######## axi4_wr_slave_flat ########
Figure 1. Placement density heat map (axi4_wr_slave_flat).
Bar = 20 µm. The die is cut into 10 by 10 equal tiles; dark purple is low, yellow is high, 0 to 100% covered.
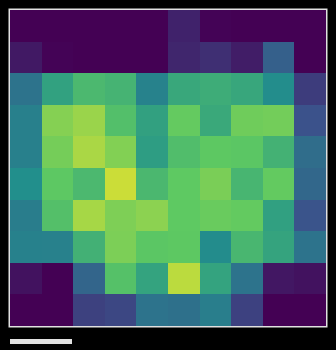

**src/rtl/axi4_wr_slave_if.sv**
```systemverilog
// ---------------------------------------------------------------------------
// axi4_wr_slave_if
// Purpose : AXI4 write-path signal bundle (AW, W and B channels) shared by an
//           interconnect master and a write slave endpoint.
// Ports   : none (signal container)
//   AW*  : burst request   (master -> slave, AWREADY slave -> master)
//   W*   : write data      (master -> slave, WREADY  slave -> master)
//   B*   : write response  (slave -> master, BREADY  master -> slave)
// Modports: master (drives AW/W, BREADY), slave (drives ready lines and B).
// ---------------------------------------------------------------------------
interface axi4_wr_slave_if #(
  parameter int ADDR_W = 32,
  parameter int DATA_W = 32,
  parameter int ID_W   = 4
);
  logic [ID_W-1:0]     AWID;
  logic [ADDR_W-1:0]   AWADDR;
  logic [7:0]          AWLEN;
  logic [2:0]          AWSIZE;
  logic [1:0]          AWBURST;
  logic                AWVALID;
  logic                AWREADY;

  logic [DATA_W-1:0]   WDATA;
  logic [DATA_W/8-1:0] WSTRB;
  logic                WLAST;
  logic                WVALID;
  logic                WREADY;

  logic [ID_W-1:0]     BID;
  logic [1:0]          BRESP;
  logic                BVALID;
  logic                BREADY;

  modport master (
    output AWID, AWADDR, AWLEN, AWSIZE, AWBURST, AWVALID,
    output WDATA, WSTRB, WLAST, WVALID,
    output BREADY,
    input  AWREADY, WREADY, BID, BRESP, BVALID
  );

  modport slave (
    input  AWID, AWADDR, AWLEN, AWSIZE, AWBURST, AWVALID,
    input  WDATA, WSTRB, WLAST, WVALID,
    input  BREADY,
    output AWREADY, WREADY, BID, BRESP, BVALID
  );
endinterface

```
**src/rtl/axi4_wr_slave.sv**
```systemverilog
// ---------------------------------------------------------------------------
// axi4_wr_slave
// Purpose : AXI4 write slave endpoint. Accepts one burst at a time on AW,
//           turns every W beat into a single-word write on a simple memory
//           port, then answers on B (OKAY, or SLVERR for unsupported size /
//           burst type or a WLAST that disagrees with AWLEN).
// Ports   :
//   ACLK       in   clock, rising edge
//   ARESET     in   synchronous active-high reset
//   s_axi      --   AW/W/B channels (slave modport)
//   mem_we     out  write strobe, one word per cycle
//   mem_addr   out  byte address of the current beat
//   mem_wdata  out  write data (= WDATA)
//   mem_wstrb  out  byte enables (= WSTRB)
//   mem_ready  in   memory accepts the write this cycle
// ---------------------------------------------------------------------------
module axi4_wr_slave #(
  parameter int ADDR_W = 32,
  parameter int DATA_W = 32,
  parameter int ID_W   = 4
) (
  input  logic                ACLK,
  input  logic                ARESET,
  axi4_wr_slave_if.slave      s_axi,
  output logic                mem_we,
  output logic [ADDR_W-1:0]   mem_addr,
  output logic [DATA_W-1:0]   mem_wdata,
  output logic [DATA_W/8-1:0] mem_wstrb,
  input  logic                mem_ready
);

  localparam int              STRB_W    = DATA_W / 8;
  localparam logic [2:0]      SIZE_FULL = 3'($clog2(STRB_W));
  localparam logic [ADDR_W-1:0] ADDR_INC = ADDR_W'(STRB_W);
  localparam logic [1:0]      RESP_OKAY   = 2'b00;
  localparam logic [1:0]      RESP_SLVERR = 2'b10;

  typedef enum logic [1:0] {
    S_IDLE,
    S_DATA,
    S_RESP
  } state_e;

  state_e            state_q, state_d;
  logic [ID_W-1:0]   id_q,    id_d;
  logic [ADDR_W-1:0] addr_q,  addr_d;
  logic [7:0]        len_q,   len_d;
  logic [7:0]        cnt_q,   cnt_d;
  logic              incr_q,  incr_d;
  logic              err_q,   err_d;
  logic              cnt_last;

  // NOTE: reset is sampled on the clock edge, and every state register uses
  // non-blocking assignment so all of them update together from _d values.
  always_ff @(posedge ACLK) begin
    if (ARESET) begin
      state_q <= S_IDLE;
      id_q    <= '0;
      addr_q  <= '0;
      len_q   <= '0;
      cnt_q   <= '0;
      incr_q  <= 1'b0;
      err_q   <= 1'b0;
    end else begin
      state_q <= state_d;
      id_q    <= id_d;
      addr_q  <= addr_d;
      len_q   <= len_d;
      cnt_q   <= cnt_d;
      incr_q  <= incr_d;
      err_q   <= err_d;
    end
  end

  // NOTE: every signal assigned below gets a default first, so no path
  // through the case leaves one unassigned and no latch is inferred.
  always_comb begin
    state_d       = state_q;
    id_d          = id_q;
    addr_d        = addr_q;
    len_d         = len_q;
    cnt_d         = cnt_q;
    incr_d        = incr_q;
    err_d         = err_q;
    cnt_last      = (cnt_q == len_q);
    s_axi.AWREADY = 1'b0;
    s_axi.WREADY  = 1'b0;
    s_axi.BVALID  = 1'b0;
    s_axi.BRESP   = RESP_OKAY;
    mem_we        = 1'b0;

    unique case (state_q)
      S_IDLE: begin
        s_axi.AWREADY = 1'b1;
        if (s_axi.AWVALID) begin
          id_d    = s_axi.AWID;
          addr_d  = s_axi.AWADDR;
          len_d   = s_axi.AWLEN;
          cnt_d   = '0;
          incr_d  = (s_axi.AWBURST == 2'b01);
          // Only full-width FIXED/INCR bursts are served; WRAP and the
          // reserved encoding both have bit 1 set.
          err_d   = (s_axi.AWSIZE != SIZE_FULL) | s_axi.AWBURST[1];
          state_d = S_DATA;
        end
      end

      S_DATA: begin
        // An erroring burst is drained without touching memory, so it need
        // not wait for the memory to be ready.
        s_axi.WREADY = err_q | mem_ready;
        if (s_axi.WVALID && s_axi.WREADY) begin
          mem_we = ~err_q;
          cnt_d  = cnt_q + 8'd1;
          if (incr_q) addr_d = addr_q + ADDR_INC;
          if (s_axi.WLAST != cnt_last) err_d = 1'b1;
          // Burst closes at whichever comes first: WLAST or the AWLEN count.
          if (s_axi.WLAST || cnt_last) state_d = S_RESP;
        end
      end

      S_RESP: begin
        s_axi.BVALID = 1'b1;
        s_axi.BRESP  = err_q ? RESP_SLVERR : RESP_OKAY;
        if (s_axi.BREADY) state_d = S_IDLE;
      end

      default: state_d = S_IDLE;
    endcase

    // No memory write may escape while the block is being reset.
    if (ARESET) mem_we = 1'b0;
  end

  assign s_axi.BID = id_q;
  assign mem_addr  = addr_q;
  assign mem_wdata = s_axi.WDATA;
  assign mem_wstrb = s_axi.WSTRB;

endmodule

```
**src/flat_wrapper.sv**
```systemverilog
// flat-port wrapper written by rule: the top's interface ports become plain ports
module axi4_wr_slave_flat 
#(
  parameter int ADDR_W = 32,
  parameter int DATA_W = 32,
  parameter int ID_W   = 4
)
  (ACLK, ARESET, mem_we, mem_addr, mem_wdata, mem_wstrb, mem_ready, s_axi_AWID, s_axi_AWADDR, s_axi_AWLEN, s_axi_AWSIZE, s_axi_AWBURST, s_axi_AWVALID, s_axi_WDATA, s_axi_WSTRB, s_axi_WLAST, s_axi_WVALID, s_axi_BREADY, s_axi_AWREADY, s_axi_WREADY, s_axi_BID, s_axi_BRESP, s_axi_BVALID);
  axi4_wr_slave_if #(.ADDR_W(ADDR_W), .DATA_W(DATA_W), .ID_W(ID_W)) s_axi_i ();
  input  logic ACLK;
  input  logic ARESET;
  output logic mem_we;
  output logic [ADDR_W-1:0] mem_addr;
  output logic [DATA_W-1:0] mem_wdata;
  output logic [DATA_W/8-1:0] mem_wstrb;
  input  logic mem_ready;
  input wire logic [$bits(s_axi_i.AWID)-1:0] s_axi_AWID;
  input wire logic [$bits(s_axi_i.AWADDR)-1:0] s_axi_AWADDR;
  input wire logic [$bits(s_axi_i.AWLEN)-1:0] s_axi_AWLEN;
  input wire logic [$bits(s_axi_i.AWSIZE)-1:0] s_axi_AWSIZE;
  input wire logic [$bits(s_axi_i.AWBURST)-1:0] s_axi_AWBURST;
  input wire logic [$bits(s_axi_i.AWVALID)-1:0] s_axi_AWVALID;
  input wire logic [$bits(s_axi_i.WDATA)-1:0] s_axi_WDATA;
  input wire logic [$bits(s_axi_i.WSTRB)-1:0] s_axi_WSTRB;
  input wire logic [$bits(s_axi_i.WLAST)-1:0] s_axi_WLAST;
  input wire logic [$bits(s_axi_i.WVALID)-1:0] s_axi_WVALID;
  input wire logic [$bits(s_axi_i.BREADY)-1:0] s_axi_BREADY;
  output wire logic [$bits(s_axi_i.AWREADY)-1:0] s_axi_AWREADY;
  output wire logic [$bits(s_axi_i.WREADY)-1:0] s_axi_WREADY;
  output wire logic [$bits(s_axi_i.BID)-1:0] s_axi_BID;
  output wire logic [$bits(s_axi_i.BRESP)-1:0] s_axi_BRESP;
  output wire logic [$bits(s_axi_i.BVALID)-1:0] s_axi_BVALID;
  assign s_axi_i.AWID = s_axi_AWID;
  assign s_axi_i.AWADDR = s_axi_AWADDR;
  assign s_axi_i.AWLEN = s_axi_AWLEN;
  assign s_axi_i.AWSIZE = s_axi_AWSIZE;
  assign s_axi_i.AWBURST = s_axi_AWBURST;
  assign s_axi_i.AWVALID = s_axi_AWVALID;
  assign s_axi_i.WDATA = s_axi_WDATA;
  assign s_axi_i.WSTRB = s_axi_WSTRB;
  assign s_axi_i.WLAST = s_axi_WLAST;
  assign s_axi_i.WVALID = s_axi_WVALID;
  assign s_axi_i.BREADY = s_axi_BREADY;
  assign s_axi_AWREADY = s_axi_i.AWREADY;
  assign s_axi_WREADY = s_axi_i.WREADY;
  assign s_axi_BID = s_axi_i.BID;
  assign s_axi_BRESP = s_axi_i.BRESP;
  assign s_axi_BVALID = s_axi_i.BVALID;
  axi4_wr_slave #(.ADDR_W(ADDR_W), .DATA_W(DATA_W), .ID_W(ID_W)) u_core (.ACLK(ACLK), .ARESET(ARESET), .s_axi(s_axi_i), .mem_we(mem_we), .mem_addr(mem_addr), .mem_wdata(mem_wdata), .mem_wstrb(mem_wstrb), .mem_ready(mem_ready));
endmodule
```
**config.mk**
```make
export PLATFORM = sky130hd
export DESIGN_NAME = axi4_wr_slave_flat
export DESIGN_NICKNAME = d
export VERILOG_FILES = /design/src/rtl/axi4_wr_slave_if.sv /design/src/rtl/axi4_wr_slave.sv /design/src/flat_wrapper.sv
export SDC_FILE = /design/constraint.sdc
export NUM_CORES = 1
export LEC_CHECK = 0
export ABC_AREA = 1
export CORE_MARGIN = 4
export CORE_UTILIZATION = 43
export CTS_CLUSTER_SIZE = 25
export DETAILED_ROUTE_END_ITERATION = 16
export PLACE_DENSITY = 0.81
export SLEW_MARGIN = 30
export SYNTH_ARGS = -nofsm -noshare
export SYNTH_HDL_FRONTEND = slang
export SYNTH_SLANG_ARGS = --single-unit
export TNS_END_PERCENT = 10
```
**constraint.sdc**
```tcl
create_clock -name ACLK -period 2.1 [get_ports ACLK]
set_clock_uncertainty 0.05 [all_clocks]
set_input_delay 0.42 -clock ACLK [delete_from_list [all_inputs] [get_ports ACLK]]
set_output_delay 0.42 -clock ACLK [all_outputs]
set_load 0.01 [all_outputs]
```
######## apb_cmd_master_flat ########
$ cat src/rtl/apb_pkg.sv
// Shared definitions for the APB command master: FSM state encoding and timeout defaults.
package apb_pkg;

  typedef enum logic [2:0] {
    IDLE,
    SETUP,
    ACCESS,
    CAPTURE,
    RESP
  } apb_state_e;

  localparam int APB_TIMEOUT_DEFAULT = 16;
  localparam int APB_WAIT_CNT_W      = 5;

endpackage

$ cat src/rtl/apb_cmd_master_if.sv
// Command/response handshake plus APB bus signals of the command master.
interface apb_cmd_master_if #(
  parameter int ADDR_W = 32,
  parameter int DATA_W = 32
);

  logic              cmd_valid;
  logic              cmd_ready;
  logic              cmd_write;
  logic [ADDR_W-1:0] cmd_addr;
  logic [DATA_W-1:0] cmd_wdata;

  logic              rsp_valid;
  logic              rsp_ready;
  logic [DATA_W-1:0] rsp_rdata;
  logic              rsp_err;

  logic              psel;
  logic              penable;
  logic              pwrite;
  logic [ADDR_W-1:0] paddr;
  logic [DATA_W-1:0] pwdata;
  logic              pready;
  logic [DATA_W-1:0] prdata;

  modport master (
    input  cmd_valid, cmd_write, cmd_addr, cmd_wdata, rsp_ready, pready, prdata,
    output cmd_ready, rsp_valid, rsp_rdata, rsp_err, psel, penable, pwrite, paddr, pwdata
  );

  modport slave (
    output cmd_valid, cmd_write, cmd_addr, cmd_wdata, rsp_ready, pready, prdata,
    input  cmd_ready, rsp_valid, rsp_rdata, rsp_err, psel, penable, pwrite, paddr, pwdata
  );

endinterface

$ cat src/rtl/apb_cmd_master.sv
// Single-outstanding APB master: turns one command into one SETUP/ACCESS transfer
// and returns a response, with a bounded wait on pready.
module apb_cmd_master
  import apb_pkg::*;
#(
  parameter int ADDR_W  = 32,
  parameter int DATA_W  = 32,
  parameter int TIMEOUT = APB_TIMEOUT_DEFAULT
) (
  input  logic             pclk,
  input  logic             presetn,
  apb_cmd_master_if.master bus
);

  localparam logic [APB_WAIT_CNT_W-1:0] CNT_ONE     = APB_WAIT_CNT_W'(1);
  localparam logic [APB_WAIT_CNT_W-1:0] TIMEOUT_CNT = APB_WAIT_CNT_W'(TIMEOUT);

  apb_state_e                state_q;
  logic [APB_WAIT_CNT_W-1:0] wait_cnt_q;
  logic [APB_WAIT_CNT_W-1:0] wait_cnt_d;
  logic                      cmd_ready_q;
  logic                      psel_q;
  logic                      penable_q;
  logic                      pwrite_q;
  logic [ADDR_W-1:0]         paddr_q;
  logic [DATA_W-1:0]         pwdata_q;
  logic                      rsp_valid_q;
  logic                      rsp_err_q;
  logic [DATA_W-1:0]         rsp_rdata_q;

  assign wait_cnt_d = wait_cnt_q + CNT_ONE;

  always_ff @(posedge pclk or negedge presetn) begin
    if (!presetn) begin
      state_q     <= IDLE;
      wait_cnt_q  <= '0;
      cmd_ready_q <= 1'b1;
      psel_q      <= 1'b0;
      penable_q   <= 1'b0;
      pwrite_q    <= 1'b0;
      paddr_q     <= '0;
      pwdata_q    <= '0;
      rsp_valid_q <= 1'b0;
      rsp_err_q   <= 1'b0;
      rsp_rdata_q <= '0;
    end else begin
      case (state_q)
        IDLE: begin
          if (bus.cmd_valid) begin
            cmd_ready_q <= 1'b0;
            psel_q      <= 1'b1;
            pwrite_q    <= bus.cmd_write;
            paddr_q     <= bus.cmd_addr;
            pwdata_q    <= bus.cmd_wdata;
            rsp_err_q   <= 1'b0;
            rsp_rdata_q <= '0;
            state_q     <= SETUP;
          end
        end
        SETUP: begin
          penable_q  <= 1'b1;
          wait_cnt_q <= '0;
          state_q    <= ACCESS;
        end
        ACCESS: begin
          if (bus.pready) begin
            psel_q      <= 1'b0;
            penable_q   <= 1'b0;
            rsp_valid_q <= pwrite_q;
            state_q     <= pwrite_q ? RESP : CAPTURE;
          end else begin
            wait_cnt_q <= wait_cnt_d;
            // The cycle that brings the count to TIMEOUT is the last ACCESS cycle.
            if (wait_cnt_d == TIMEOUT_CNT) begin
              psel_q      <= 1'b0;
              penable_q   <= 1'b0;
              rsp_err_q   <= 1'b1;
              rsp_rdata_q <= '0;
              rsp_valid_q <= 1'b1;
              state_q     <= RESP;
            end
          end
        end
        CAPTURE: begin
          // Slave read data is registered on the completion edge, so sample it one cycle later.
          rsp_rdata_q <= bus.prdata;
          rsp_valid_q <= 1'b1;
          state_q     <= RESP;
        end
        RESP: begin
          if (bus.rsp_ready) begin
            rsp_valid_q <= 1'b0;
            cmd_ready_q <= 1'b1;
            state_q     <= IDLE;
          end
        end
        default: begin
          psel_q      <= 1'b0;
          penable_q   <= 1'b0;
          rsp_valid_q <= 1'b0;
          cmd_ready_q <= 1'b1;
          state_q     <= IDLE;
        end
      endcase
    end
  end

  assign bus.cmd_ready = cmd_ready_q;
  assign bus.psel      = psel_q;
  assign bus.penable   = penable_q;
  assign bus.pwrite    = pwrite_q;
  assign bus.paddr     = paddr_q;
  assign bus.pwdata    = pwdata_q;
  assign bus.rsp_valid = rsp_valid_q;
  assign bus.rsp_err   = rsp_err_q;
  assign bus.rsp_rdata = rsp_rdata_q;

endmodule

$ cat src/flat_wrapper.sv
// flat-port wrapper written by rule: the top's interface ports become plain ports
module apb_cmd_master_flat import apb_pkg::*;
#(
  parameter int ADDR_W  = 32,
  parameter int DATA_W  = 32,
  parameter int TIMEOUT = APB_TIMEOUT_DEFAULT
)
  (pclk, presetn, bus_cmd_valid, bus_cmd_write, bus_cmd_addr, bus_cmd_wdata, bus_rsp_ready, bus_pready, bus_prdata, bus_cmd_ready, bus_rsp_valid, bus_rsp_rdata, bus_rsp_err, bus_psel, bus_penable, bus_pwrite, bus_paddr, bus_pwdata);
  apb_cmd_master_if #(.ADDR_W(ADDR_W), .DATA_W(DATA_W)) bus_i ();
  input  logic pclk;
  input  logic presetn;
  input wire logic [$bits(bus_i.cmd_valid)-1:0] bus_cmd_valid;
  input wire logic [$bits(bus_i.cmd_write)-1:0] bus_cmd_write;
  input wire logic [$bits(bus_i.cmd_addr)-1:0] bus_cmd_addr;
  input wire logic [$bits(bus_i.cmd_wdata)-1:0] bus_cmd_wdata;
  input wire logic [$bits(bus_i.rsp_ready)-1:0] bus_rsp_ready;
  input wire logic [$bits(bus_i.pready)-1:0] bus_pready;
  input wire logic [$bits(bus_i.prdata)-1:0] bus_prdata;
  output wire logic [$bits(bus_i.cmd_ready)-1:0] bus_cmd_ready;
  output wire logic [$bits(bus_i.rsp_valid)-1:0] bus_rsp_valid;
  output wire logic [$bits(bus_i.rsp_rdata)-1:0] bus_rsp_rdata;
  output wire logic [$bits(bus_i.rsp_err)-1:0] bus_rsp_err;
  output wire logic [$bits(bus_i.psel)-1:0] bus_psel;
  output wire logic [$bits(bus_i.penable)-1:0] bus_penable;
  output wire logic [$bits(bus_i.pwrite)-1:0] bus_pwrite;
  output wire logic [$bits(bus_i.paddr)-1:0] bus_paddr;
  output wire logic [$bits(bus_i.pwdata)-1:0] bus_pwdata;
  assign bus_i.cmd_valid = bus_cmd_valid;
  assign bus_i.cmd_write = bus_cmd_write;
  assign bus_i.cmd_addr = bus_cmd_addr;
  assign bus_i.cmd_wdata = bus_cmd_wdata;
  assign bus_i.rsp_ready = bus_rsp_ready;
  assign bus_i.pready = bus_pready;
  assign bus_i.prdata = bus_prdata;
  assign bus_cmd_ready = bus_i.cmd_ready;
  assign bus_rsp_valid = bus_i.rsp_valid;
  assign bus_rsp_rdata = bus_i.rsp_rdata;
  assign bus_rsp_err = bus_i.rsp_err;
  assign bus_psel = bus_i.psel;
  assign bus_penable = bus_i.penable;
  assign bus_pwrite = bus_i.pwrite;
  assign bus_paddr = bus_i.paddr;
  assign bus_pwdata = bus_i.pwdata;
  apb_cmd_master #(.ADDR_W(ADDR_W), .DATA_W(DATA_W), .TIMEOUT(TIMEOUT)) u_core (.pclk(pclk), .presetn(presetn), .bus(bus_i));
endmodule
$ cat config.mk
export PLATFORM = sky130hd
export DESIGN_NAME = apb_cmd_master_flat
export DESIGN_NICKNAME = d
export VERILOG_FILES = /design/src/rtl/apb_pkg.sv /design/src/rtl/apb_cmd_master_if.sv /design/src/rtl/apb_cmd_master.sv /design/src/flat_wrapper.sv
export SDC_FILE = /design/constraint.sdc
export NUM_CORES = 1
export LEC_CHECK = 0
export ABC_AREA = 1
export CAP_MARGIN = 20
export CORE_ASPECT_RATIO = 0.75
export CORE_MARGIN = 4
export CORE_UTILIZATION = 35
export DETAILED_ROUTE_END_ITERATION = 12
export PLACE_DENSITY = 0.7
export SYNTH_ARGS = -nofsm -noshare
export SYNTH_HDL_FRONTEND = slang
export SYNTH_SLANG_ARGS = --single-unit
$ cat constraint.sdc
create_clock -name pclk -period 2.2 [get_ports pclk]
set_clock_uncertainty 0.2 [all_clocks]
set_input_delay 0.44 -clock pclk [delete_from_list [all_inputs] [get_ports pclk]]
set_output_delay 0.44 -clock pclk [all_outputs]
set_load 0.05 [all_outputs]
######## morse_decoder ########
<file path="src/rtl/morse_decoder.sv">
// morse_decoder: samples a serial Morse line at mid-unit, classifies marks and decodes letters A-H.
// Build option MORSE_DEC_TOLERANT_EN: also accept 2- and 4-unit marks as dashes.
module morse_decoder #(
  parameter int TICK_DIV = 250
) (
  input  logic       ClockIn,
  input  logic       Resetn,
  input  logic       DotDashIn,
  output logic [2:0] Letter,
  output logic       Valid,
  output logic       Error,
  output logic       Busy
);

  localparam int DIV_W = $clog2(TICK_DIV);
  localparam logic [DIV_W-1:0] HALF_RELOAD = DIV_W'(TICK_DIV / 2 - 1);
  localparam logic [DIV_W-1:0] FULL_RELOAD = DIV_W'(TICK_DIV - 1);
  localparam logic [DIV_W-1:0] DIV_ONE     = DIV_W'(1);
`ifdef MORSE_DEC_TOLERANT_EN
  localparam logic [2:0] RUN_LIMIT = 3'd5;
`else
  localparam logic [2:0] RUN_LIMIT = 3'd4;
`endif

  typedef enum logic [1:0] {
    S_IDLE,
    S_MARK,
    S_SPACE,
    S_RECOVER
  } state_t;

  // Returns {accepted, is_dash} for a completed mark run length.
  function automatic logic [1:0] classify(input logic [2:0] run);
`ifdef MORSE_DEC_TOLERANT_EN
    case (run)
      3'd1:             classify = 2'b10;
      3'd2, 3'd3, 3'd4: classify = 2'b11;
      default:          classify = 2'b00;
    endcase
`else
    case (run)
      3'd1:    classify = 2'b10;
      3'd3:    classify = 2'b11;
      default: classify = 2'b00;
    endcase
`endif
  endfunction

  // Returns {hit, code}; elements are oldest-first from MSB down, dash = 1.
  function automatic logic [3:0] lookup(input logic [2:0] count, input logic [3:0] elem);
    case ({count, elem})
      7'b010_0001: lookup = 4'b1_000;  // A .-
      7'b100_1000: lookup = 4'b1_001;  // B -...
      7'b100_1010: lookup = 4'b1_010;  // C -.-.
      7'b011_0100: lookup = 4'b1_011;  // D -..
      7'b001_0000: lookup = 4'b1_100;  // E .
      7'b100_0010: lookup = 4'b1_101;  // F ..-.
      7'b011_0110: lookup = 4'b1_110;  // G --.
      7'b100_0000: lookup = 4'b1_111;  // H ....
      default:     lookup = 4'b0_000;
    endcase
  endfunction

  state_t           state_q, state_d;
  logic             sync1_q, sync1_d;
  logic             sync2_q, sync2_d;
  logic             prev_q, prev_d;
  logic [DIV_W-1:0] div_q, div_d;
  logic [2:0]       run_q, run_d;
  logic [1:0]       gap_q, gap_d;
  logic [3:0]       elem_q, elem_d;
  logic [2:0]       count_q, count_d;
  logic [2:0]       letter_q, letter_d;
  logic             valid_q, valid_d;
  logic             error_q, error_d;

  logic       rise;
  logic       running;
  logic       sample;
  logic [2:0] run_inc;
  logic [1:0] cls;
  logic [3:0] lut;

  always_ff @(posedge ClockIn or negedge Resetn) begin
    if (!Resetn) begin
      state_q  <= S_IDLE;
      sync1_q  <= 1'b0;
      sync2_q  <= 1'b0;
      prev_q   <= 1'b0;
      div_q    <= '0;
      run_q    <= '0;
      gap_q    <= '0;
      elem_q   <= '0;
      count_q  <= '0;
      letter_q <= '0;
      valid_q  <= 1'b0;
      error_q  <= 1'b0;
    end else begin
      state_q  <= state_d;
      sync1_q  <= sync1_d;
      sync2_q  <= sync2_d;
      prev_q   <= prev_d;
      div_q    <= div_d;
      run_q    <= run_d;
      gap_q    <= gap_d;
      elem_q   <= elem_d;
      count_q  <= count_d;
      letter_q <= letter_d;
      valid_q  <= valid_d;
      error_q  <= error_d;
    end
  end

  always_comb begin
    sync1_d  = DotDashIn;
    sync2_d  = sync1_q;
    prev_d   = sync2_q;
    rise     = sync2_q & ~prev_q;
    running  = (state_q != S_IDLE);
    sample   = running & ~rise & (div_q == '0);
    run_inc  = (run_q == 3'd7) ? run_q : run_q + 3'd1;
    cls      = classify(run_q);
    lut      = lookup(count_q, elem_q);
    state_d  = state_q;
    run_d    = run_q;
    gap_d    = gap_q;
    elem_d   = elem_q;
    count_d  = count_q;
    letter_d = letter_q;
    valid_d  = 1'b0;
    error_d  = 1'b0;

    // Every rising edge re-centres sampling half a unit later.
    if (rise)
      div_d = HALF_RELOAD;
    else if (sample)
      div_d = FULL_RELOAD;
    else if (running)
      div_d = div_q - DIV_ONE;
    else
      div_d = '0;

    case (state_q)
      S_IDLE: begin
        run_d   = '0;
        gap_d   = '0;
        elem_d  = '0;
        count_d = '0;
        if (rise)
          state_d = S_MARK;
      end
      S_MARK: begin
        if (sample) begin
          if (sync2_q) begin
            run_d = run_inc;
            if (run_inc >= RUN_LIMIT) begin
              error_d = 1'b1;
              gap_d   = '0;
              state_d = S_RECOVER;
            end
          end else if (!cls[1] || count_q == 3'd4) begin
            error_d = 1'b1;
            gap_d   = 2'd1;
            state_d = S_RECOVER;
          end else begin
            elem_d  = {elem_q[2:0], cls[0]};
            count_d = count_q + 3'd1;
            gap_d   = 2'd1;
            state_d = S_SPACE;
          end
        end
      end
      S_SPACE: begin
        if (rise) begin
          run_d   = '0;
          state_d = S_MARK;
        end else if (sample && !sync2_q) begin
          if (gap_q == 2'd2) begin
            if (lut[3]) begin
              letter_d = lut[2:0];
              valid_d  = 1'b1;
            end else begin
              error_d = 1'b1;
            end
            state_d = S_IDLE;
          end else begin
            gap_d = gap_q + 2'd1;
          end
        end
      end
      S_RECOVER: begin
        // Any high sample restarts the wait for a clean letter gap.
        if (sample) begin
          if (sync2_q)
            gap_d = '0;
          else if (gap_q == 2'd2)
            state_d = S_IDLE;
          else
            gap_d = gap_q + 2'd1;
        end
      end
      default: state_d = S_IDLE;
    endcase
  end

  assign Letter = letter_q;
  assign Valid  = valid_q;
  assign Error  = error_q;
  assign Busy   = (state_q != S_IDLE);

endmodule

</file>
<file path="config.mk">
export PLATFORM = sky130hd
export DESIGN_NAME = morse_decoder
export DESIGN_NICKNAME = d
export VERILOG_FILES = /design/src/rtl/morse_decoder.sv
export SDC_FILE = /design/constraint.sdc
export NUM_CORES = 1
export LEC_CHECK = 0
export ABC_AREA = 0
export CORE_ASPECT_RATIO = 0.75
export CORE_MARGIN = 3
export CORE_UTILIZATION = 47
export DETAILED_ROUTE_END_ITERATION = 16
export GPL_TIMING_DRIVEN = 0
export PLACE_DENSITY_LB_ADDON = 0.3
export SYNTH_ARGS = -nofsm -noshare
export SYNTH_HDL_FRONTEND = slang
export SYNTH_SLANG_ARGS = --single-unit
export TNS_END_PERCENT = 50
</file>
<file path="constraint.sdc">
create_clock -name ClockIn -period 2.2 [get_ports ClockIn]
set_input_delay 0.44 -clock ClockIn [delete_from_list [all_inputs] [get_ports ClockIn]]
set_output_delay 0.44 -clock ClockIn [all_outputs]
set_load 0.1 [all_outputs]
</file>
######## lsu_byte_sequencer ########
`src/rtl/lsu_pkg.sv`:
```
// Shared types and helpers for the byte-serial load/store sequencer.
package lsu_pkg;

    typedef enum logic [1:0] {
        IDLE   = 2'd0,
        ACCESS = 2'd1,
        DONE   = 2'd2
    } state_t;

    // Access size encodings (funct3[1:0])
    localparam logic [1:0] BYTE = 2'b00;
    localparam logic [1:0] HALF = 2'b01;
    localparam logic [1:0] WORD = 2'b10;

    // RISC-V load/store funct3 encodings
    localparam logic [2:0] LB  = 3'b000;
    localparam logic [2:0] LH  = 3'b001;
    localparam logic [2:0] LW  = 3'b010;
    localparam logic [2:0] LBU = 3'b100;
    localparam logic [2:0] LHU = 3'b101;
    localparam logic [2:0] SB  = 3'b000;
    localparam logic [2:0] SH  = 3'b001;
    localparam logic [2:0] SW  = 3'b010;

    // Stores have no unsigned variant; loads allow the two unsigned forms.
    function automatic logic funct3_legal(input logic is_store, input logic [2:0] f3);
        logic ok;
        if (is_store) begin
            ok = (f3 == SB) || (f3 == SH) || (f3 == SW);
        end else begin
            ok = (f3 == LB) || (f3 == LH) || (f3 == LW) || (f3 == LBU) || (f3 == LHU);
        end
        return ok;
    endfunction

    // Halves need even addresses, words need 4-byte alignment.
    function automatic logic misaligned(input logic [1:0] size, input logic [1:0] addr_lo);
        return ((size == HALF) && addr_lo[0]) || ((size == WORD) && (addr_lo != 2'b00));
    endfunction

    // Byte index of the final ACCESS cycle for a given size.
    function automatic logic [1:0] last_index(input logic [1:0] size);
        logic [1:0] idx;
        case (size)
            BYTE:    idx = 2'd0;
            HALF:    idx = 2'd1;
            default: idx = 2'd3;
        endcase
        return idx;
    endfunction

endpackage

```
`src/rtl/lsu_byte_sequencer_load_extender.sv`:
```
// Sign/zero extension of an assembled little-endian load value.
module load_extender
    import lsu_pkg::*;
(
    input  logic [31:0] raw,
    input  logic [1:0]  size,
    input  logic        is_unsigned,
    output logic [31:0] result
);

    // Replicate the top loaded bit for signed loads, zero-fill otherwise.
    always_comb begin
        result = raw;
        case (size)
            BYTE:    result = {{24{~is_unsigned & raw[7]}},  raw[7:0]};
            HALF:    result = {{16{~is_unsigned & raw[15]}}, raw[15:0]};
            default: result = raw;
        endcase
    end

endmodule

```
`src/rtl/lsu_byte_sequencer.sv`:
```
// Sequences word/half/byte loads and stores onto a byte-wide memory,
// one byte per cycle, little-endian.
module lsu_byte_sequencer
    import lsu_pkg::*;
#(
    parameter int ADDR_W = 32
) (
    input  logic              clk,
    input  logic              reset,
    input  logic              req_valid,
    output logic              req_ready,
    input  logic              req_store,
    input  logic [2:0]        req_funct3,
    input  logic [ADDR_W-1:0] req_addr,
    input  logic [31:0]       req_wdata,
    output logic              done,
    output logic              err,
    output logic [31:0]       rdata,
    output logic              MemRead,
    output logic              MemWrite,
    output logic [ADDR_W-1:0] address,
    output logic [31:0]       write_data,
    input  logic [31:0]       read_data
);

    state_t            state_reg;
    state_t            state_next;
    logic [ADDR_W-1:0] base_reg;
    logic [2:0]        funct3_reg;
    logic              store_reg;
    logic [31:0]       wdata_reg;
    logic [1:0]        k_reg;
    logic [31:0]       raw_reg;
    logic [31:0]       rdata_reg;
    logic              err_reg;

    logic              req_bad;
    logic              last_byte;
    logic [31:0]       raw_merged;
    logic [31:0]       ext_result;
    logic [7:0]        wdata_lanes [4];
    logic              unused_read_hi;

    assign req_bad   = !funct3_legal(req_store, req_funct3) ||
                       misaligned(req_funct3[1:0], req_addr[1:0]);
    assign last_byte = (k_reg == last_index(funct3_reg[1:0]));

    // Only the low byte of the memory read bus carries data.
    assign unused_read_hi = ^read_data[31:8];

    // Per-lane views: the incoming byte lands in lane k; store lanes are muxed by k.
    genvar gi;
    generate
        for (gi = 0; gi < 4; gi++) begin : g_lane
            assign raw_merged[8*gi +: 8] = (k_reg == 2'(gi)) ? read_data[7:0] : raw_reg[8*gi +: 8];
            assign wdata_lanes[gi]       = wdata_reg[8*gi +: 8];
        end
    endgenerate

    // Extension sees the word including the byte arriving this cycle, so
    // rdata can be written on the same edge that enters DONE.
    load_extender u_ext (
        .raw         (raw_merged),
        .size        (funct3_reg[1:0]),
        .is_unsigned (funct3_reg[2]),
        .result      (ext_result)
    );

    // State register.
    always_ff @(posedge clk or posedge reset) begin
        if (reset) begin
            state_reg <= IDLE;
        end else begin
            state_reg <= state_next;
        end
    end

    // Next-state: bad requests skip straight to DONE; legal ones spend N cycles in ACCESS.
    always_comb begin
        state_next = state_reg;
        case (state_reg)
            IDLE: begin
                if (req_valid) begin
                    state_next = req_bad ? DONE : ACCESS;
                end
            end
            ACCESS: begin
                if (last_byte) begin
                    state_next = DONE;
                end
            end
            DONE:    state_next = IDLE;
            default: state_next = IDLE;
        endcase
    end

    // Request capture, byte counter, load assembly and result register.
    always_ff @(posedge clk or posedge reset) begin
        if (reset) begin
            base_reg   <= '0;
            funct3_reg <= '0;
            store_reg  <= 1'b0;
            wdata_reg  <= '0;
            k_reg      <= '0;
            raw_reg    <= '0;
            rdata_reg  <= '0;
            err_reg    <= 1'b0;
        end else if (state_reg == IDLE && req_valid) begin
            base_reg   <= req_addr;
            funct3_reg <= req_funct3;
            store_reg  <= req_store;
            wdata_reg  <= req_wdata;
            k_reg      <= '0;
            raw_reg    <= '0;
            err_reg    <= req_bad;
        end else if (state_reg == ACCESS) begin
            if (!store_reg) begin
                raw_reg <= raw_merged;
            end
            if (last_byte) begin
                k_reg <= '0;
                if (!store_reg) begin
                    rdata_reg <= ext_result;
                end
            end else begin
                k_reg <= k_reg + 2'd1;
            end
        end
    end

    // Outputs decoded from state; memory bus is idle (all zero) outside ACCESS.
    always_comb begin
        req_ready  = (state_reg == IDLE);
        done       = (state_reg == DONE);
        err        = (state_reg == DONE) && err_reg;
        rdata      = rdata_reg;
        MemRead    = 1'b0;
        MemWrite   = 1'b0;
        address    = '0;
        write_data = '0;
        if (state_reg == ACCESS) begin
            MemRead  = !store_reg;
            MemWrite = store_reg;
            address  = base_reg + ADDR_W'(k_reg);
            if (store_reg) begin
                write_data = {24'b0, wdata_lanes[k_reg]};
            end
        end
    end

endmodule

```
`config.mk`:
```
export PLATFORM = sky130hd
export DESIGN_NAME = lsu_byte_sequencer
export DESIGN_NICKNAME = d
export VERILOG_FILES = /design/src/rtl/lsu_pkg.sv /design/src/rtl/lsu_byte_sequencer_load_extender.sv /design/src/rtl/lsu_byte_sequencer.sv
export SDC_FILE = /design/constraint.sdc
export NUM_CORES = 1
export LEC_CHECK = 0
export ABC_AREA = 0
export CAP_MARGIN = 20
export CORE_ASPECT_RATIO = 1.4
export CORE_MARGIN = 2
export CORE_UTILIZATION = 49
export DETAILED_ROUTE_END_ITERATION = 10
export GPL_TIMING_DRIVEN = 0
export PLACE_DENSITY = 0.94
export REMOVE_ABC_BUFFERS = 1
export SYNTH_ARGS = -nofsm -noshare
export SYNTH_HDL_FRONTEND = slang
export SYNTH_HIERARCHICAL = 1
export SYNTH_SLANG_ARGS = --single-unit
```
`constraint.sdc`:
```
create_clock -name clk -period 5.99 [get_ports clk]
set_clock_uncertainty 0.1 [all_clocks]
set_input_delay 1.198 -clock clk [delete_from_list [all_inputs] [get_ports clk]]
set_output_delay 1.198 -clock clk [all_outputs]
set_load 0.005 [all_outputs]
```
Figure 2. Register map, names as in the netlist (morse_decoder).
Bar = 20 µm.
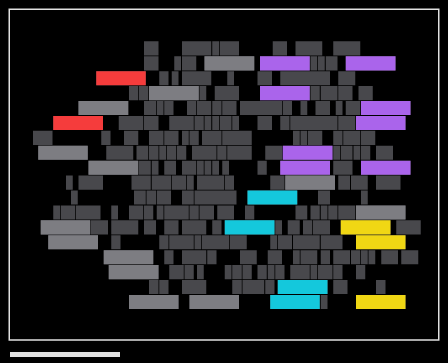
[yellow] `Letter` | placed flops: 3
[cyan] `elem_q` | placed flops: 4
[purple] `div_q` | placed flops: 8
[red] `state_q` | placed flops: 2
not coloured: 13
reported sequential group power: 0.880 mW
share of the core filled with cells in the final layout: 0.619
total area of sequential cells: 751 µm²

==> run summary, morse_decoder <==
Here are the numbers from the latest Yosys + OpenROAD run.

The run finished with clean final reports. Of the total power, the share spent switching nets is 0.430. The detailed router put a total of 1780 µm of wire on met1. The net switching power in the latest report is 1.13 mW. The total inserted antenna cells is 0. The number of nets in the synthesized netlist came out at 210. The initial DRC count is 83.

The fraction of the yosys area taken by sequential cells is 0.410. The final period demand of the worst path came out at 2.11 ns. Yosys mapped a number of flops with a built-in enable equal to 0.

Per the OpenROAD floorplan log, the area of the die is 4690 µm². The top cell type in the final layout, fill and taps aside, is dfrtp_1. The last weighted congestion value of the routability-driven placer came out at 0.990.

The placed cell count came out at 251. For this run the top cell type by instance count after synthesis was dfrtp_1. After the last flow step, the layout net total stands at 235.

The overall fraction of global-route tracks in use came out at 0.189. The main logic family after synthesis is simple AND/OR/NAND/NOR gates. After synthesis, the design contains 193 cells according to Yosys. The number of clock sinks seen by CTS came out at 30. The synthesized area came out at 1830 µm². The multiplexer share of the synthesized area is 0.0164.
## morse_decoder: sequential cells by signal, indices dropped and copies added (netlist names)
signal   cells
Error        1
Letter       3
Valid        1
count_q      3
div_q        8
elem_q       4
gap_q        2
prev_d       1
prev_q       1
run_q        3
state_q      2
sync1_q      1
## morse_decoder: final cells by class
cell class	count	area, µm²	share of cell area
clock buffer	5	68.8	0.0316
sequential	30	751	0.345
tap	50	62.6	0.0288
multi-input combinational	137	1020	0.470
buffer	8	35.0	0.0161
timing repair buffer	19	156	0.0719
clock inverter	2	10.0	0.00460
inverter	17	68.8	0.0316
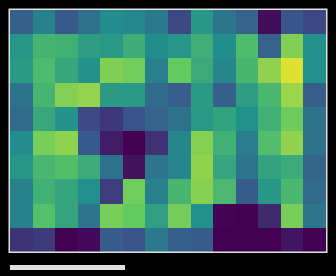
Figure 3: apb_cmd_master_flat, placement density heat map.
Bar = 50 µm. The die is cut into 14 by 10 equal tiles; dark purple is low, yellow is high, 0 to 100% covered.
emptiest ninth of the die: south-east
fullest tile: 95%
nearly empty tiles: 5.7%
tiles over 75% full: 15%
mean over tiles: 47%
fraction of the core area occupied by cells at floorplan: 0.357
share of the core filled with cells in the final layout: 0.567

==> run summary, apb_cmd_master_flat <==
Here are the numbers from the latest Yosys + OpenROAD run.

The number of warnings in the stage logs is 26. The worst hold slack is 0.265 ns. The power report puts the leakage power at 3.99 nW.

The chip area came out at 14,400 µm². The global-route wire length before repair is 19,000 µm. The I/O pin count came out at 204.

The depth of the worst register-to-register path is 10. In this run the deepest clock path goes through 2 buffers. The routed design has 12,100 µm of wire.

Looking at the max-slew report, the worst-margin pin has a slew of 0.542 ns. Tracing the worst setup path back leads to its startpoint at u_core.bus.paddr[20]$_DFFE_PN0P_. The final period demand of the worst path is 2.16 ns. The final-layout fill cell count is 1,069. The clock tree from TritonCTS is built.

The first TritonRoute pass finished after 6 iterations. Once layout is complete, the cells apart from fillers number 876. The final worst-path setup slack came out at 0.0377 ns.

The number of gates given a new drive strength after cts is 4. The synthesized area is 4370 µm². Relative to the synthesized area, the layout overhead comes to 59.1%. The run finished with clean final reports.

The initial antenna violation count is 0. In the synthesized netlist, the cells that appear most often are 317 x nand2_1, 109 x dfrtp_1, 13 x inv_1. The pin count of the biggest net entering global routing came out at 75.

The post-synthesis cell count from yosys came out at 503.
## apb_cmd_master_flat: area by class of cell
type                       instances  area (µm²)  share of cell area
inverter                          17        63.8             0.00918
multi-input combinational        356        1420               0.204
clock inverter                     7        82.6              0.0119
sequential                       110        2750               0.396
tap                              166         208              0.0299
clock buffer                       9         225              0.0324
timing repair buffer             211        2200               0.316
## apb_cmd_master_flat: layer usage
metal	up-vias	share of wire	global-route usage
met5	-	0	0
met4	0	0.0077	0.0363
met3	10	0.11	0.0654
met2	167	0.45	0.255
met1	1831	0.43	0.220
li1	1924	-	-
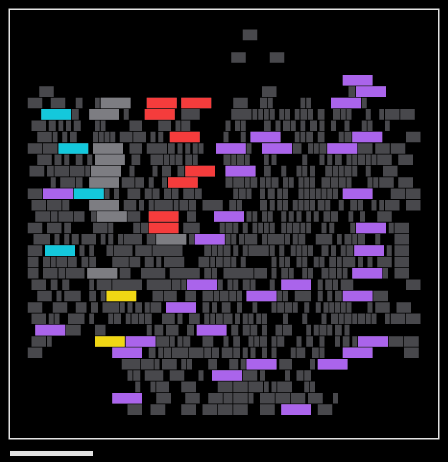
Figure 4: axi4_wr_slave_flat, register map, names as in the netlist.
Bar = 20 µm.
[yellow] `u_core.state_q` | placed flops: 2
[purple] `u_core.mem_addr` | placed flops: 32
[cyan] `u_core.s_axi.BID` | placed flops: 4
[red] `u_core.cnt_q` | placed flops: 8
share of the core filled with cells in the final layout: 0.546
total area of sequential cells: 1120 µm²
Seq/total area: 0.235
reported sequential group power: 1.27 mW

Figure 5. Wiring by layer (axi4_wr_slave_flat).
Only two layers are drawn.
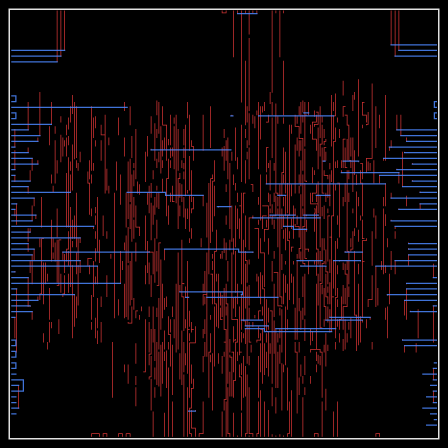
[blue] M3 | wire length: 944 µm
[red] M2 | wire length: 4,710 µm
final wirelength: 9850 µm
via count: 3,848

About Figure 1:
fullest tile: 92%
mean over tiles: 44%
tiles over 75% full: 18%
nearly empty tiles: 19%
fraction of the core area occupied by cells at floorplan: 0.440
core box area: 8720 µm²

==> run summary, axi4_wr_slave_flat <==
Here are the numbers from the latest Yosys + OpenROAD run.

For the completed layout, the total cell area is recorded as 4760 µm². The number of cells on the critical path is 6. The chip area is 10,500 µm².

The most frequently placed logic cell in the final layout is nand2_1. Note, the detailed placer reported a final HPWL of 7630 µm. The worst register-to-register path begins at u_core.mem_addr[3]$_SDFFE_PP0P_. Per the synthesis report, the AND-OR/OR-AND share of the synthesized area is 0.142. The required time at the endpoint of the critical path came out at 1.63 ns. The global-route wire length before repair came out at 16,100 µm. The non-clock inverters instantiated in the layout total 46. The cell sequence reported for the critical path is clkdlybuf4s50_1, nor2_1, nor2_4, nand2_4, nor3_1, clkdlybuf4s15_1. The number of slew-limit violations in the final report came out at 0.

The critical path buffer and inverter count is 2. The total inserted antenna cells came out at 0. The area added between synthesis and finish came out at 24.0%. Counting flops with a built-in enable in the synthesized netlist gives 0. After filler insertion, the fill cell instance count of the layout stands at 844. The most repeated cell in the gate-level netlist after synthesis is nand2_1. The share of total power dissipated in sequential elements is 0.465. For this run, the total global-route usage over all layers was measured as 0.186. The worst setup path is launched from an input port. The flow ran to the end, and the final reports show no timing, DRC or antenna violations.

The depth of the CTS H-tree is 2. The clock transition at the registers of the reported paths came out at 0.11 ns. Leaving out buffers and inverters, the combinational logic in the layout accounts for 2130 µm².

The number of placement rows is 34. There are 56 flip-flops and latches. The average cell area after synthesis is 6.41 µm².

The final routed DRC violation total came out at 0. In the synthesized netlist, the number of instances is 599. The share of the final layout cell area in multi-input gates is 0.447.
axi4_wr_slave_flat: metal layers:
| layer | track usage | vias to the layer above |
|---|---|---|
| li1 | - | 1984 |
| met1 | 0.220 | 1698 |
| met2 | 0.338 | 141 |
| met3 | 0.0453 | 25 |
| met4 | 0.0444 | 0 |
| met5 | 0 | - |
axi4_wr_slave_flat: repair_timing:
item | in CTS | in global routing
endpoints found under the setup margin | 2 | 3
gates resized | 2 | 3
pin swaps | 0 | 0
cloned | 0 | 0
Figure 6. Placement density heat map (lsu_byte_sequencer).
Bar = 20 µm. The die is cut into 11 by 15 equal tiles; dark purple is low, yellow is high, 0 to 100% covered.
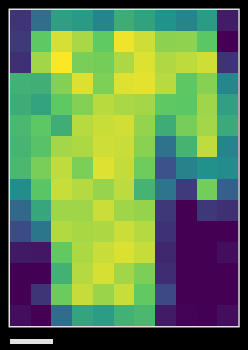
tiles over 75% full: 47%
mean over tiles: 58%
nearly empty tiles: 12%
share of the core filled with cells in the final layout: 0.652
fraction of the core area occupied by cells at floorplan: 0.499
core box area: 14,400 µm²

==> run summary, lsu_byte_sequencer <==
Here are the numbers from the latest Yosys + OpenROAD run.

For reference, the top logic cell family by area is simple AND/OR/NAND/NOR gates. The number of clock sinks seen by CTS is 137. The type of element launching the critical path is a flip-flop. The register-to-register setup slack came out at 2.65 ns. The run finished with clean final reports. The layout report lists the multi-input gate area as 3380 µm². For this run, global-route usage on met1 was measured as 0.279. The estimated wirelength of the detail-placed design is 12,700 µm. Detailed routing placed a total of 1070 µm of wire on met3. Per Yosys stat, the portion of area used by sequential elements is 0.475.

The XOR/XNOR share of the synthesized area came out at 0.0158. The detailed router finished its first iteration with 540 violations. After layout, the design draws a total of 4.39 mW. The height of the die came out at 148 µm. The total inserted antenna cells is 0. Per the OpenROAD power report, switching power amounts to 1.57 mW. The most frequently placed logic cell in the final layout is nand2_1.

The worst hold slack came out at 0.373 ns. The multiplexer share of the synthesized area is 0.128. The maximum fanout along the worst path came out at 16. The number of placement rows came out at 52. The required time at the endpoint of the critical path is 4.69 ns. The clock transition at the registers of the reported paths is 0.06 ns. The placed cell count came out at 1,044.

Of the total standard cell area in the layout, the sequential portion is 0.364. The initial antenna violation count is 0. Per report_power, the top consumer among the power groups is combinational logic.
[lsu_byte_sequencer: worst max-delay path by stage]
stage	startpoint	to	slack (ns)	depth (start not counted)
after detailed placement	k_reg[0]$_DFFE_PP0P_	address[24]	1.06	7
after floorplan	reset	base_reg[0]$_DFFE_PP0P_	1.02	1
after global routing	k_reg[0]$_DFFE_PP0P_	address[24]	0.33	7
final	k_reg[0]$_DFFE_PP0P_	address[24]	0.58	7
after global placement	reset	base_reg[18]$_DFFE_PP0P_	-0.76	2
after CTS	k_reg[0]$_DFFE_PP0P_	address[24]	0.58	7

==> gallery <==
Signal metal coverage by tile.
picture 1
The die is cut into 27 by 21 equal tiles; dark purple is low, yellow is high, scaled to the fullest tile. Values are wire area over tile area, all layers added.
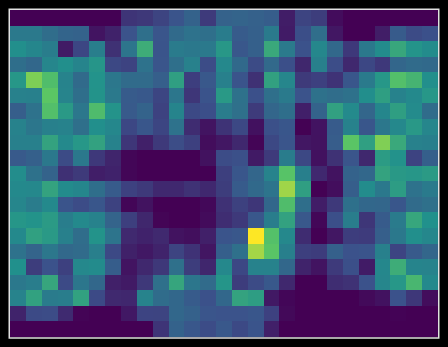
picture 2
The die is cut into 16 by 12 equal tiles; dark purple is low, yellow is high, scaled to the fullest tile. Values are wire area over tile area, all layers added.
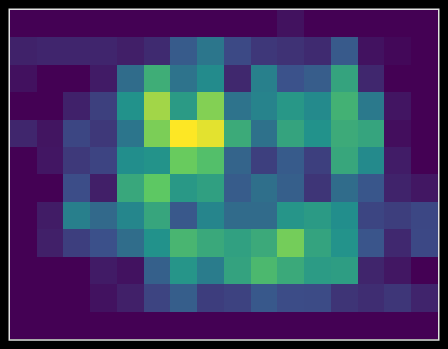
picture 3
The die is cut into 21 by 21 equal tiles; dark purple is low, yellow is high, scaled to the fullest tile. Values are wire area over tile area, all layers added.
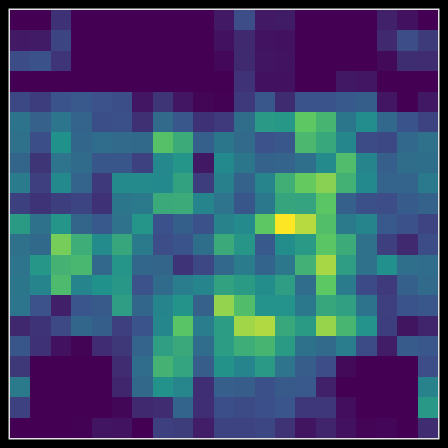
picture 4
The die is cut into 21 by 30 equal tiles; dark purple is low, yellow is high, scaled to the fullest tile. Values are wire area over tile area, all layers added.
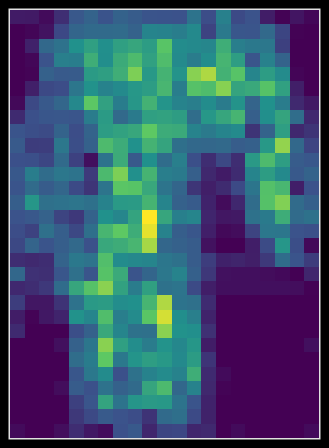
For lsu_byte_sequencer, see picture 4.
For axi4_wr_slave_flat, see picture 3.
For apb_cmd_master_flat, see picture 1.
For morse_decoder, see picture 2.

Key to picture 3:
mean over tiles: 0.16
nearly empty tiles: 20%
tiles over half the peak: 18%
fullest tile: 0.57



==> screenshots <==
Wiring by layer.
Only two layers are drawn.
Plate I
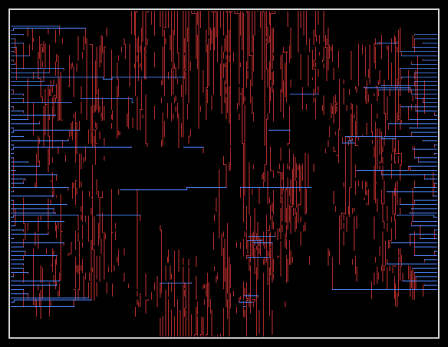
Plate II
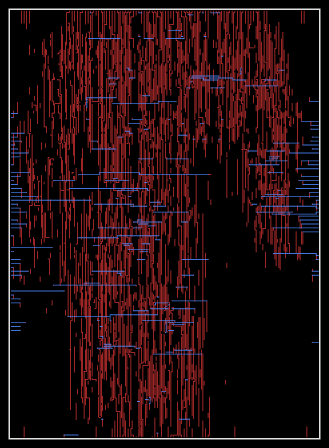
Plate III
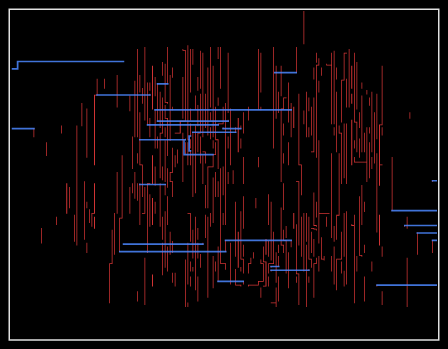
The one with the least wire is Plate III.
Plate II comes from lsu_byte_sequencer.
Plate III comes from morse_decoder.
Plate I comes from apb_cmd_master_flat.

Key to Plate II:
[blue] M3 | wire length: 1,070 µm
[red] M2 | wire length: 9,920 µm

No activity file was given, so power comes from the tool's default toggle rates.
